# ---- design 1 ----
Design 1, a small window of the routed layout:
Scale bar: 10 microns. Region (74, 37) to (114, 77) microns. Cells in gray, sequential cells in the stronger gray; small squares are vias.
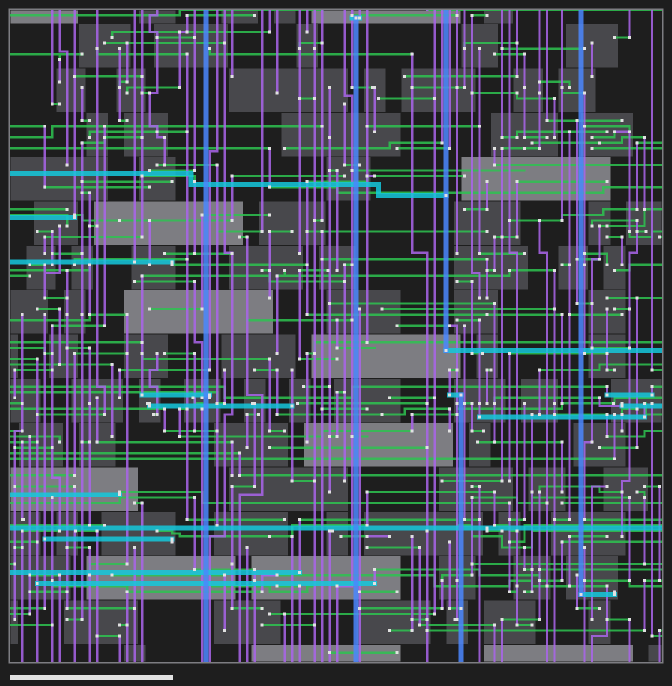
Design 1, track usage over the die:
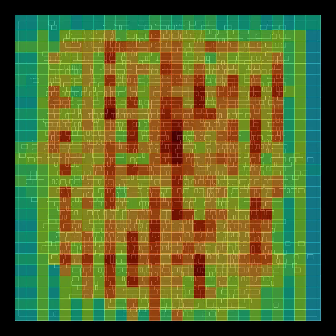
Design 1, met1 routing:
Scale bar: 50 microns. Supply wires on this layer in gray.
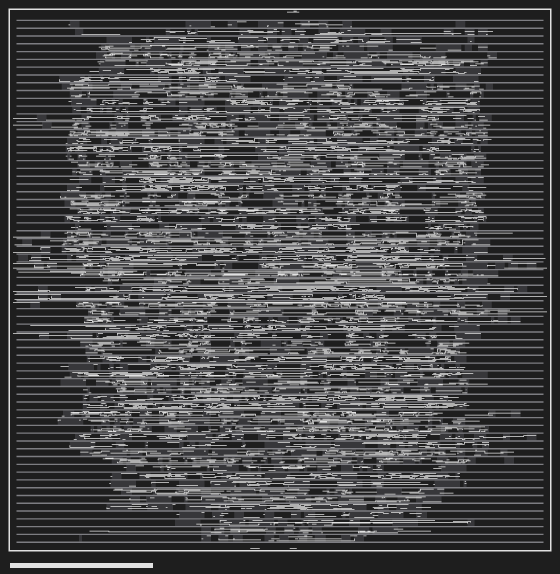
`config.mk`:
```
export PLATFORM = sky130hd
export DESIGN_NAME = visible_window_array
export DESIGN_NICKNAME = d
export VERILOG_FILES = /design/src/rtl/visible_pkg.sv /design/src/rtl/visible_window_cmp.sv /design/src/rtl/visible_window_array.sv
export SDC_FILE = /design/constraint.sdc
export NUM_CORES = 1
export LEC_CHECK = 0
export CAP_MARGIN = 25
export CELL_PAD_IN_SITES_DETAIL_PLACEMENT = 1
export CELL_PAD_IN_SITES_GLOBAL_PLACEMENT = 2
export CORE_MARGIN = 2
export CORE_UTILIZATION = 35
export CTS_CLUSTER_DIAMETER = 200
export DETAILED_ROUTE_END_ITERATION = 8
export MAX_ROUTING_LAYER = met4
export PLACE_DENSITY = 0.84
export SLEW_MARGIN = 5
export SYNTH_ARGS = -nofsm -noshare
export SYNTH_HDL_FRONTEND = slang
export SYNTH_SLANG_ARGS = --single-unit
```
`constraint.sdc`:
```
create_clock -name clk -period 9.65 [get_ports clk]
set_input_delay 1.93 -clock clk [delete_from_list [all_inputs] [get_ports clk]]
set_output_delay 1.93 -clock clk [all_outputs]
set_load 0.01 [all_outputs]
```
`src/rtl/visible_pkg.sv`:
```
// Shared types for the visible window array: coordinates, window positions, window indices.
// Window extents are formed one bit wider than a coordinate so far-right windows cannot wrap.
package visible_pkg;

    localparam int unsigned CW = 11;

    typedef logic [CW-1:0] coord_t;

    typedef struct packed {
        coord_t x;
        coord_t y;
    } win_pos_t;

    typedef logic [2:0] win_idx_t;

    // Far edge of a window, carried at CW+1 bits so a window near 2047 never wraps to 0.
    function automatic logic [CW:0] win_end(input coord_t origin, input int unsigned extent);
        return {1'b0, origin} + (CW + 1)'(extent);
    endfunction

endpackage

```
`src/rtl/visible_window_cmp.sv`:
```
// Combinational hit test of one window against the current raster position.
// Produces the hit flag and the window-relative coordinate (valid only when hit is set).
module visible_window_cmp
    import visible_pkg::*;
#(
    parameter int unsigned WIDTH  = 480,
    parameter int unsigned HEIGHT = 360
) (
    input  logic [CW-1:0] i_hc,
    input  logic [CW-1:0] i_vc,
    input  win_pos_t      i_pos,
    output logic          o_hit,
    output logic [CW-1:0] o_local_x,
    output logic [CW-1:0] o_local_y
);

    logic [CW:0] w_x_end;
    logic [CW:0] w_y_end;
    logic        w_in_x;
    logic        w_in_y;

    assign w_x_end = win_end(i_pos.x, WIDTH);
    assign w_y_end = win_end(i_pos.y, HEIGHT);

    // Origin pixel itself is outside; the window covers origin+1 .. origin+extent.
    assign w_in_x = (i_hc > i_pos.x) && ({1'b0, i_hc} <= w_x_end);
    assign w_in_y = (i_vc > i_pos.y) && ({1'b0, i_vc} <= w_y_end);

    assign o_hit     = w_in_x && w_in_y;
    assign o_local_x = i_hc - i_pos.x;
    assign o_local_y = i_vc - i_pos.y;

endmodule

```
`src/rtl/visible_window_array.sv`:
```
// Array of N_WIN movable windows with registered hit flags and lowest-index priority select.
// Position updates are staged in a single pending slot and applied only at frame start.
module visible_window_array
    import visible_pkg::*;
#(
    parameter int unsigned N_WIN  = 4,
    parameter int unsigned WIDTH  = 480,
    parameter int unsigned HEIGHT = 360
) (
    input  logic             clk,
    input  logic             rst,
    input  logic [CW-1:0]    hc,
    input  logic [CW-1:0]    vc,
    input  logic             wr_valid,
    output logic             wr_ready,
    input  logic [2:0]       wr_idx,
    input  logic [CW-1:0]    wr_x,
    input  logic [CW-1:0]    wr_y,
    output logic [N_WIN-1:0] visible,
    output logic             hit_any,
    output logic [2:0]       hit_idx,
    output logic [CW-1:0]    local_x,
    output logic [CW-1:0]    local_y
);

    win_pos_t      r_pos [N_WIN];
    logic          r_pend_full;
    win_idx_t      r_pend_idx;
    win_pos_t      r_pend_pos;

    logic [N_WIN-1:0] r_visible;
    logic             r_hit_any;
    win_idx_t         r_hit_idx;
    coord_t           r_local_x;
    coord_t           r_local_y;

    logic [N_WIN-1:0] w_hit;
    coord_t           w_local_x [N_WIN];
    coord_t           w_local_y [N_WIN];
    logic             w_frame_start;
    logic             w_accept;
    logic             w_apply;
    logic             w_sel_any;
    win_idx_t         w_sel_idx;
    coord_t           w_sel_x;
    coord_t           w_sel_y;

    assign w_frame_start = (hc == '0) && (vc == '0);
    assign w_accept      = wr_valid && !r_pend_full;
    assign w_apply       = w_frame_start && r_pend_full;
    assign wr_ready      = !r_pend_full;

    for (genvar g = 0; g < N_WIN; g++) begin : g_win
        visible_window_cmp #(
            .WIDTH  (WIDTH),
            .HEIGHT (HEIGHT)
        ) u_cmp (
            .i_hc      (hc),
            .i_vc      (vc),
            .i_pos     (r_pos[g]),
            .o_hit     (w_hit[g]),
            .o_local_x (w_local_x[g]),
            .o_local_y (w_local_y[g])
        );
    end

    // Pending slot: an accept can only happen while empty, so it never collides with an apply.
    always_ff @(posedge clk or posedge rst) begin
        if (rst) begin
            r_pend_full <= 1'b0;
            r_pend_idx  <= '0;
            r_pend_pos  <= '0;
        end else if (w_accept) begin
            r_pend_full  <= 1'b1;
            r_pend_idx   <= wr_idx;
            r_pend_pos.x <= wr_x;
            r_pend_pos.y <= wr_y;
        end else if (w_apply) begin
            r_pend_full <= 1'b0;
        end
    end

    // Out-of-range indices match no window and are simply dropped when applied.
    always_ff @(posedge clk or posedge rst) begin
        if (rst) begin
            for (int i = 0; i < N_WIN; i++) begin
                r_pos[i] <= '0;
            end
        end else if (w_apply) begin
            for (int i = 0; i < N_WIN; i++) begin
                if (r_pend_idx == win_idx_t'(i)) begin
                    r_pos[i] <= r_pend_pos;
                end
            end
        end
    end

    // Scan from the top down so the lowest-index hit is the one left standing.
    always_comb begin
        w_sel_any = 1'b0;
        w_sel_idx = '0;
        w_sel_x   = '0;
        w_sel_y   = '0;
        for (int i = int'(N_WIN) - 1; i >= 0; i--) begin
            if (w_hit[i]) begin
                w_sel_any = 1'b1;
                w_sel_idx = win_idx_t'(i);
                w_sel_x   = w_local_x[i];
                w_sel_y   = w_local_y[i];
            end
        end
    end

    always_ff @(posedge clk or posedge rst) begin
        if (rst) begin
            r_visible <= '0;
            r_hit_any <= 1'b0;
            r_hit_idx <= '0;
            r_local_x <= '0;
            r_local_y <= '0;
        end else begin
            r_visible <= w_hit;
            r_hit_any <= w_sel_any;
            r_hit_idx <= w_sel_idx;
            r_local_x <= w_sel_x;
            r_local_y <= w_sel_y;
        end
    end

    assign visible = r_visible;
    assign hit_any = r_hit_any;
    assign hit_idx = r_hit_idx;
    assign local_x = r_local_x;
    assign local_y = r_local_y;

endmodule

```
==> deck_impl_summary.md <==
Key Metrics from the Run

GRT
  – Met3 Use GR: 3.22%
  – Grt ovf: 0
  – Vias in the first global route: 10800

Final layout
  – Filler cells: 3882
  – Dominant class by area: logic gates
  – Flops: 143
  – FF+latch area: 3580 sq um
  – Register share of the cell area: 25.8%
  – Biggest register: r_pos
  – Comb area: 7730 sq um
  – Most frequent logic cell in the layout: ha_1
  – Signal buffers: 94
  – Non-CTS inverters: 121
  – # nets final: 1573
  – Top logic cells by instance count in the layout: ha_1, dfrtp_1, inv_1

STA
  – Slew headroom: 29.4%
  – Hold WS: 0.504 ns
  – Fmax: 172 MHz
  – Setup Skew: 0.0107 ns
  – Hold Vio Cnt, Final: 0
  – Minimum clock period after layout: 5.80 ns

Synth
  – Area reported by Yosys stat: 11900 sq um
  – Fraction of synthesis flops using an asynchronous set or reset pin: 100%
  – Dominant cell area share: 30.0%
  – Yosys warning count: 0
  – Post-synth EDFFs: 0
  – Synthesized registers: 143
  – Synth cell count leaders: ha_1, dfrtp_1, inv_1, mux2_2, nor2_1
  – Post-Syn Nets: 1493

Clocking
  – H-Tree Depth: 4
  – CTS Buf Count: 17
  – CTS tree: done
  – CTS sink cnt: 143
  – Hold Buf Count CTS: 0
  – # Post-CTS Setup Buffers: 0

Run
  – Tool Warnings: 34

Floorplanning
  – Chip width: 189 microns
  – Rows: 67

Worst hold path
  – Worst min path class: flip-flop to flip-flop
  – Hold path start: r_pos[20]$_DFFE_PP0P_

Power
  – Biggest consumer: the clock network
  – Static leakage: 0.00610 uW
  – Cell-internal power: 1180 uW
  – Clock group total power: 720 uW
  – Power Sequential: 662 uW
  – Tot Pwr: 1690 uW

Place
  – Placed cell areas: 13200 sq um
  – Final HPWL from detailed placement: 31.5 mm
  – Place WS: 3.29 ns
  – Final Wtd Congestion: 0.879

Routing
  – DR top layer: met4
  – Via density per instance: 5.65
  – DRT met1 WL: 18.6 mm

Setup path
  – Critical-path maximum fanout: 21
  – Reg2Reg Depth: 13
  – CP Class: input port to flip-flop

Outcome
  – Status: completed
Notes on 'a small window of the routed layout' of design 1 above:
cyan -> metal 3
purple -> metal 2
green -> metal 1
blue -> metal 4
sequential cells in the window = 8
cells with their middle in the window = 88
netlist names of flops here include = r_pos (6)
most frequent = ha_1 (14), inv_1 (8), dfrtp_1 (8)

Notes on 'track usage over the die' of design 1 above:
wire per inst: 22.2 microns
met2 Use GR: 39.1%
GRT Total Usage: 23.8%

Notes on 'met1 routing' of design 1 above:
nets with wire on the layer = 1497
longest straight run = 79.6 microns
share of all routed wire = 46%
wire length on this layer = 18600 microns
main direction = horizontal
DRT Wirelength: 40.6 mm
met1 GRT Util: 30.5%
Via Count: 10300

## logic make-up after synthesis
kind of cell	synth area share, %
mux	9.03
simple gates	14.7
flops	30.0
fa+ha+maj	17.3
compound gates	17.2
other cells	0.0314
buf+inv	5.21
xor+xnor	6.54
## worst max-delay path, stage by stage
cell and delay, ns:
clkdlybuf4s50_1 0.71, ha_1 0.61, nand4b_1 0.21, a211oi_1 0.09, o41a_1 0.38, o31ai_1 0.34
nor4bb_1 0.33, nand2_1 0.44, inv_2 0.51, nor2_2 0.25, a221oi_1 0.32

# ---- design 2 ----
Design 2, sizing map:
Scale bar: 20 microns.
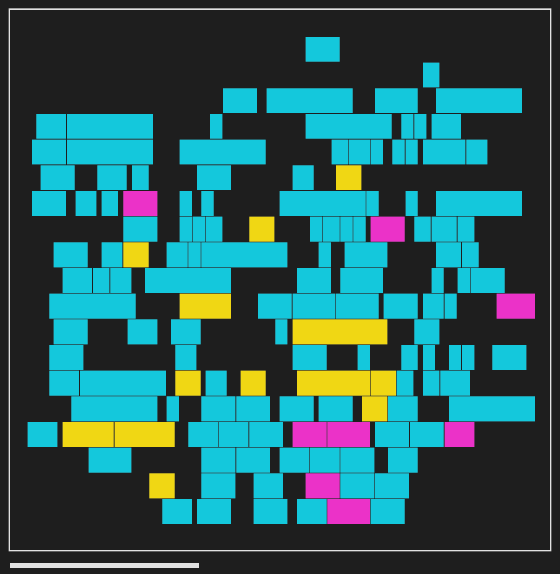
## src/rtl/hazard_control.sv

```systemverilog
// Pipeline hazard controller: load-use, taken-branch and mul/div hazards
// resolved into PC/IF-ID write enables and IF-ID/ID-EX flushes.
module hazard_control #(
    parameter int BRANCH_FLUSH_CYCLES = 1,
    parameter int MULDIV_CYCLES       = 4,
    parameter int CNT_W               = 8
) (
    input  logic             clock,
    input  logic             reset,
    input  logic [3:0]       id_RR1,
    input  logic [3:0]       id_RR2,
    input  logic             id_useRR1,
    input  logic             id_useRR2,
    input  logic             id_isMulDiv,
    input  logic             idex_memRead,
    input  logic [3:0]       idex_wAddr,
    input  logic             ex_branchTaken,
    output logic             pcWrite,
    output logic             ifidWrite,
    output logic             ifidFlush,
    output logic             idexFlush,
    output logic             busy,
    output logic [CNT_W-1:0] stallCount
);

    localparam int MAX_CYC = (BRANCH_FLUSH_CYCLES > MULDIV_CYCLES) ? BRANCH_FLUSH_CYCLES : MULDIV_CYCLES;
    localparam int CW      = $clog2(MAX_CYC + 1);

    typedef enum logic [1:0] {RUN, BR_FLUSH, MD_STALL} state_t;

    state_t        state, next_state;
    logic [CW-1:0] cnt, next_cnt;
    logic          md_grant, next_grant;
    logic          load_use;
    logic          pc_write_c, ifid_write_c, ifid_flush_c, idex_flush_c;

    assign load_use = idex_memRead &
                      ((id_useRR1 & (id_RR1 == idex_wAddr)) |
                       (id_useRR2 & (id_RR2 == idex_wAddr)));

    always_ff @(posedge clock or negedge reset) begin
        if (!reset) begin
            state      <= RUN;
            cnt        <= '0;
            md_grant   <= 1'b0;
            stallCount <= '0;
        end else begin
            state    <= next_state;
            cnt      <= next_cnt;
            md_grant <= next_grant;
            if (!pcWrite && (stallCount != {CNT_W{1'b1}}))
                stallCount <= stallCount + 1'b1;
        end
    end

    always_comb begin
        next_state   = state;
        next_cnt     = cnt;
        next_grant   = md_grant;
        pc_write_c   = 1'b1;
        ifid_write_c = 1'b1;
        ifid_flush_c = 1'b0;
        idex_flush_c = 1'b0;

        unique case (state)
            RUN: begin
                if (ex_branchTaken) begin
                    ifid_flush_c = 1'b1;
                    idex_flush_c = 1'b1;
                    next_grant   = 1'b0;
                    if (BRANCH_FLUSH_CYCLES > 1) begin
                        next_state = BR_FLUSH;
                        next_cnt   = CW'(BRANCH_FLUSH_CYCLES - 1);
                    end
                end else if (load_use) begin
                    pc_write_c   = 1'b0;
                    ifid_write_c = 1'b0;
                    idex_flush_c = 1'b1;
                end else if (id_isMulDiv && !md_grant) begin
                    pc_write_c   = 1'b0;
                    ifid_write_c = 1'b0;
                    idex_flush_c = 1'b1;
                    next_state   = MD_STALL;
                    next_cnt     = CW'(MULDIV_CYCLES - 1);
                end else begin
                    // ID advances this cycle, so any granted mul/div has issued
                    next_grant = 1'b0;
                end
            end
            BR_FLUSH: begin
                ifid_flush_c = 1'b1;
                idex_flush_c = 1'b1;
                if (cnt == CW'(1)) begin
                    next_state = RUN;
                    next_cnt   = '0;
                end else begin
                    next_cnt = cnt - 1'b1;
                end
            end
            MD_STALL: begin
                if (ex_branchTaken) begin
                    ifid_flush_c = 1'b1;
                    idex_flush_c = 1'b1;
                    next_grant   = 1'b0;
                    if (BRANCH_FLUSH_CYCLES > 1) begin
                        next_state = BR_FLUSH;
                        next_cnt   = CW'(BRANCH_FLUSH_CYCLES - 1);
                    end else begin
                        next_state = RUN;
                        next_cnt   = '0;
                    end
                end else begin
                    pc_write_c   = 1'b0;
                    ifid_write_c = 1'b0;
                    idex_flush_c = 1'b1;
                    if (cnt == CW'(1)) begin
                        next_state = RUN;
                        next_cnt   = '0;
                        next_grant = 1'b1;
                    end else begin
                        next_cnt = cnt - 1'b1;
                    end
                end
            end
            default: begin
                next_state = RUN;
                next_cnt   = '0;
                next_grant = 1'b0;
            end
        endcase
    end

    // Holding reset overrides every output so downstream buffers see a clean RUN
    assign pcWrite   = !reset | pc_write_c;
    assign ifidWrite = !reset | ifid_write_c;
    assign ifidFlush = reset & ifid_flush_c;
    assign idexFlush = reset & idex_flush_c;
    assign busy      = reset & (state != RUN);

endmodule

```

## config.mk

```make
export PLATFORM = sky130hd
export DESIGN_NAME = hazard_control
export DESIGN_NICKNAME = d
export VERILOG_FILES = /design/src/rtl/hazard_control.sv
export SDC_FILE = /design/constraint.sdc
export NUM_CORES = 1
export LEC_CHECK = 0
export CORE_MARGIN = 1.5
export CORE_UTILIZATION = 35
export CTS_BUF_LIST = sky130_fd_sc_hd__clkbuf_4 sky130_fd_sc_hd__clkbuf_8 sky130_fd_sc_hd__clkbuf_16
export CTS_CLUSTER_DIAMETER = 40
export DETAILED_ROUTE_END_ITERATION = 10
export GPL_TIMING_DRIVEN = 0
export HOLD_SLACK_MARGIN = 0.12
export PLACE_DENSITY = 0.66
export SKIP_LAST_GASP = 1
export SLEW_MARGIN = 20
export SYNTH_ARGS = -nofsm -noshare
export SYNTH_HDL_FRONTEND = slang
export SYNTH_SLANG_ARGS = --single-unit
```

## constraint.sdc

```tcl
create_clock -name clock -period 3.1 [get_ports clock]
set_input_delay 0.62 -clock clock [delete_from_list [all_inputs] [get_ports clock]]
set_output_delay 0.62 -clock clock [all_outputs]
set_load 0.03 [all_outputs]
```

==> deck_impl_summary.md <==
Key Metrics from the Run

Run
  – Max-cap violations: 0

Final layout
  – MI comb cells: 80
  – Dominant class by area: logic gates
  – Layout cell share with drive strength beyond 1: 14.6%
  – Layout Cells excl Fill: 175
  – Comb/total area: 44.6%
  – ClkCell Share: 1.56%
  – Clkbuf count: 3

Synth
  – Yosys warning count: 0
  – Synth cell types: 34
  – Synth cell count leaders: dfrtp_1, inv_1, nand3_1, nor2_1
  – Synthesized registers: 14

GRT
  – Grt ovf: 0
  – Global-route wire length before repair: 4.03 mm
  – Met1 GRT Util: 19.7%

Routing
  – DRT met1 WL: 1.10 mm
  – DR top layer: met3
  – Drt initial violations: 41

Floorplanning
  – Chip width: 57.2 microns

Outcome
  – Status: completed

Power
  – Clock group total power: 104 uW
  – Cell-internal power: 524 uW
  – Register share of total power: 32.2%
  – Sw frac: 44.2%

STA
  – Hold Vio Cnt, Final: 0
  – Fmax: 331 MHz

Worst hold path
  – Worst min path class: input port to async pin

Setup path
  – WP data arrival: 2.41 ns
  – CP Capture Type: output pin
  – Slowest CP cell: clkdlybuf4s50_1
  – CP Launch Type: input port
  – Reg2Reg Depth: 7

Clocking
  – Longest Clk Path Bufs: 2
About 'sizing map' of design 2:
cyan -> _0 and _1 cells  # cells 123, most used clkdlybuf4s50_1
magenta -> _2 cells  # cells 8
yellow -> _3 and _4 cells  # cells 13, most used buf_4
Final WS setup: 0.0750 ns
P&R area growth vs syn: 40.4%
post-route cell area: 1440 sq um
Signal buffers: 36

-- kinds of logic after synthesis --
kind of cell               count (synthesis)  share of synthesized area, %
AOI/OAI and AO/OA                         11                          9.73
xor gates and xnor gates                  13                          11.1
adders and majority gates                  7                          8.52
buffers and inverters                     12                          4.74
DFF                                       14                          34.1
muxes                                      4                          4.87
and+or+nand+nor                           45                          27.0
-- what timing repair did --
item,in CTS,in global routing
buffers inserted,0,4
pin swaps,0,3
endpoints found under the setup margin,5,3
gates cloned,0,0
resized,6,4
-- sequential cells by signal, summed over array words and instances, names as in the netlist --
name / flops
state: 2
md_grant: 1
stallCount: 8
cnt: 3

# ---- design 3 ----
Design 3, metal 2:
Scale bar: 100 microns.
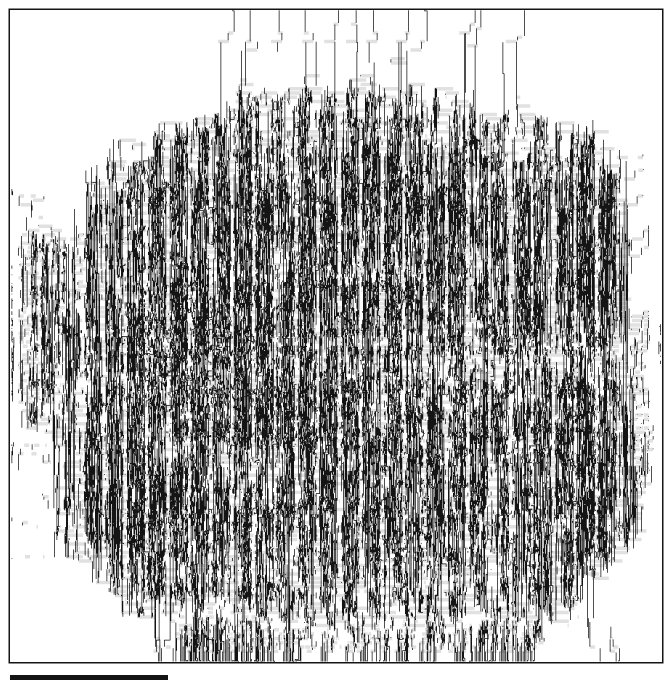
### src/rtl/wb_regfile.sv
// Write-back stage: result select, 32-entry register file with write-through
// read bypass, committed-write counter and a registered debug read port.
module wb_regfile #(
    parameter int DATA_W = 32,
    parameter int ADDR_W = 5,
    parameter int CNT_W  = 32
) (
    input  logic              clk,
    input  logic              rst,
    input  logic              write_w,
    input  logic              is_lw_w,
    input  logic              is_jal_w,
    input  logic              is_mul_w,
    input  logic [ADDR_W-1:0] w_addr_w,
    input  logic [DATA_W-1:0] alu_w,
    input  logic [DATA_W-1:0] mul_w,
    input  logic [DATA_W-1:0] npc_w,
    input  logic [DATA_W-1:0] dm_rdata_w,
    input  logic [ADDR_W-1:0] raddr1,
    input  logic [ADDR_W-1:0] raddr2,
    output logic [DATA_W-1:0] rdata1,
    output logic [DATA_W-1:0] rdata2,
    output logic              wb_we,
    output logic [ADDR_W-1:0] wb_addr,
    output logic [DATA_W-1:0] wb_data,
    input  logic [ADDR_W-1:0] dbg_addr,
    output logic [DATA_W-1:0] dbg_data,
    output logic [CNT_W-1:0]  wr_count
);

    localparam int DEPTH = 2 ** ADDR_W;

    logic [DATA_W-1:0] regs [DEPTH];

    always_comb begin
        if (is_jal_w) begin
            wb_data = npc_w;
        end else if (is_lw_w) begin
            wb_data = dm_rdata_w;
        end else if (is_mul_w) begin
            wb_data = mul_w;
        end else begin
            wb_data = alu_w;
        end
    end

    assign wb_we   = write_w & (w_addr_w != '0) & ~rst;
    assign wb_addr = w_addr_w;

    always_comb begin
        rdata1 = '0;
        if (rst || raddr1 == '0) begin
            rdata1 = '0;
        end else if (wb_we && raddr1 == w_addr_w) begin
            rdata1 = wb_data;
        end else begin
            rdata1 = regs[raddr1];
        end
    end

    always_comb begin
        rdata2 = '0;
        if (rst || raddr2 == '0) begin
            rdata2 = '0;
        end else if (wb_we && raddr2 == w_addr_w) begin
            rdata2 = wb_data;
        end else begin
            rdata2 = regs[raddr2];
        end
    end

    // Entry 0 is cleared on reset and never written, so it always holds 0.
    always_ff @(posedge clk) begin
        if (rst) begin
            for (int i = 0; i < DEPTH; i++) begin
                regs[i] <= '0;
            end
            dbg_data <= '0;
            wr_count <= '0;
        end else begin
            if (wb_we) begin
                regs[w_addr_w] <= wb_data;
                wr_count       <= wr_count + CNT_W'(1);
            end
            dbg_data <= (dbg_addr == '0) ? '0 : regs[dbg_addr];
        end
    end

endmodule

### config.mk
export PLATFORM = sky130hd
export DESIGN_NAME = wb_regfile
export DESIGN_NICKNAME = d
export VERILOG_FILES = /design/src/rtl/wb_regfile.sv
export SDC_FILE = /design/constraint.sdc
export NUM_CORES = 2
export LEC_CHECK = 0
export CORE_MARGIN = 5
export CORE_UTILIZATION = 40
export CTS_CLUSTER_DIAMETER = 80
export DETAILED_ROUTE_END_ITERATION = 6
export GPL_ROUTABILITY_DRIVEN = 0
export GPL_TIMING_DRIVEN = 0
export SLEW_MARGIN = 20
export SYNTH_ARGS = -nofsm -noshare
export SYNTH_HDL_FRONTEND = slang
export SYNTH_SLANG_ARGS = --single-unit
### constraint.sdc
create_clock -name clk -period 4.9 [get_ports clk]
set_input_delay 0.735 -clock clk [delete_from_list [all_inputs] [get_ports clk]]
set_output_delay 0.735 -clock clk [all_outputs]
set_load 0.005 [all_outputs]
==> deck_impl_summary.md <==
Key Metrics from the Run

Outcome
  – Status: finished, violations left
  – Failing checks: design-rule violations, negative setup slack

Setup path
  – Crit-path max cell delay: 0.61 ns
  – Reg2reg start: wr_count[5]$_SDFFE_PP0P_
  – R2r setup slk: 2.68 ns
  – Buf/Inv on CP: 5
  – Critical Path Stages: 9
  – Critical-path maximum fanout: 10
  – CP Class: input port to output pin
  – Reg2Reg Depth: 5

Synth
  – Post-synth seq share: 49.3%
  – Synthesized registers: 1088
  – Post-synthesis simple-gate area fraction: 8.31%
  – Mux area share: 25.8%
  – Mapped Cells: 5377
  – Yosys warning count: 0
  – Most common reg cell: edfxtp_1
  – Post-synth EDFFs: 1024
  – Area reported by Yosys stat: 65000 sq um
  – Average size of a mapped cell: 12.1 sq um

Power
  – Power Sequential: 11100 uW
  – Clk pwr share: 38.5%
  – Combinational fraction of design power: 18.4%

STA
  – TNS Setup: -3.27 ns
  – Slew Limit Fails: 0
  – Slew headroom: 7.25%
  – Final WS setup: -0.170 ns
  – Setup Viol. Count Final: 48

Clocking
  – CTS sink cnt: 1088
  – CTS tree: done
  – Skew-Pair Late Insertion Delay: 0.81 ns
  – H-Tree Depth: 4
  – Longest Clk Path Bufs: 3
  – Hold Buf Count CTS: 0

Final layout
  – Biggest regs: regs x1024, dbg_data x32, wr_count x32
  – FF+latch area: 32000 sq um
  – Number of flip-flops in the largest register: 1024
  – Flops: 1088
  – Biggest register: regs
  – Final core occ: 47.4%
  – Top logic cells by instance count in the layout: nor2_1, edfxtp_1, mux2i_1
  – Register share of the cell area: 42.0%
  – Dominant class by area: sequential cells
  – ClkCell Share: 5.48%
  – Filler cells: 14500

Floorplanning
  – Chip width: 413 microns
  – Boundary pin count: 320
  – FP Util: 40.4%
  – Core area: 161000 sq um

Worst hold path
  – Worst min path class: flip-flop to flip-flop

Routing
  – Routed Antenna Nets: 0
  – Via density per instance: 6.99
  – DR top layer: met5
  – Met3 wire length: 50.9 mm
  – Remaining DRCs: 114
  – Wire per inst: 38.7 microns
  – WL met2: 125 mm

GRT
  – Pin count of the biggest net entering global routing: 33
  – GRT Total Usage: 35.7%
  – Global-route wire length before repair: 422 mm
  – Grt ovf: 0

Place
  – Place WS: -2.00 ns
About 'metal 2' of design 3:
longest straight run = 155 microns
nets with wire on the layer = 5351
met2 Use GR: 48.8%
Via Count: 56900
DRT Wirelength: 315 mm

[cell usage after synthesis, types with 62 or more instances]
master | count | area [sq um]
nor2_1 | 1027 | 3850
edfxtp_1 | 1024 | 30700
mux2i_1 | 876 | 8770
clkbuf_1 | 371 | 1390
mux4_2 | 353 | 7950
o221ai_1 | 230 | 2010
a21oi_1 | 181 | 906
nand2_1 | 148 | 556
o21ai_0 | 129 | 646
buf_2 | 127 | 636
a221oi_1 | 124 | 1090
o22ai_1 | 119 | 744
inv_1 | 95 | 357
dfxtp_1 | 64 | 1280
a22oi_1 | 62 | 465

Power and IR drop assume default switching activity.
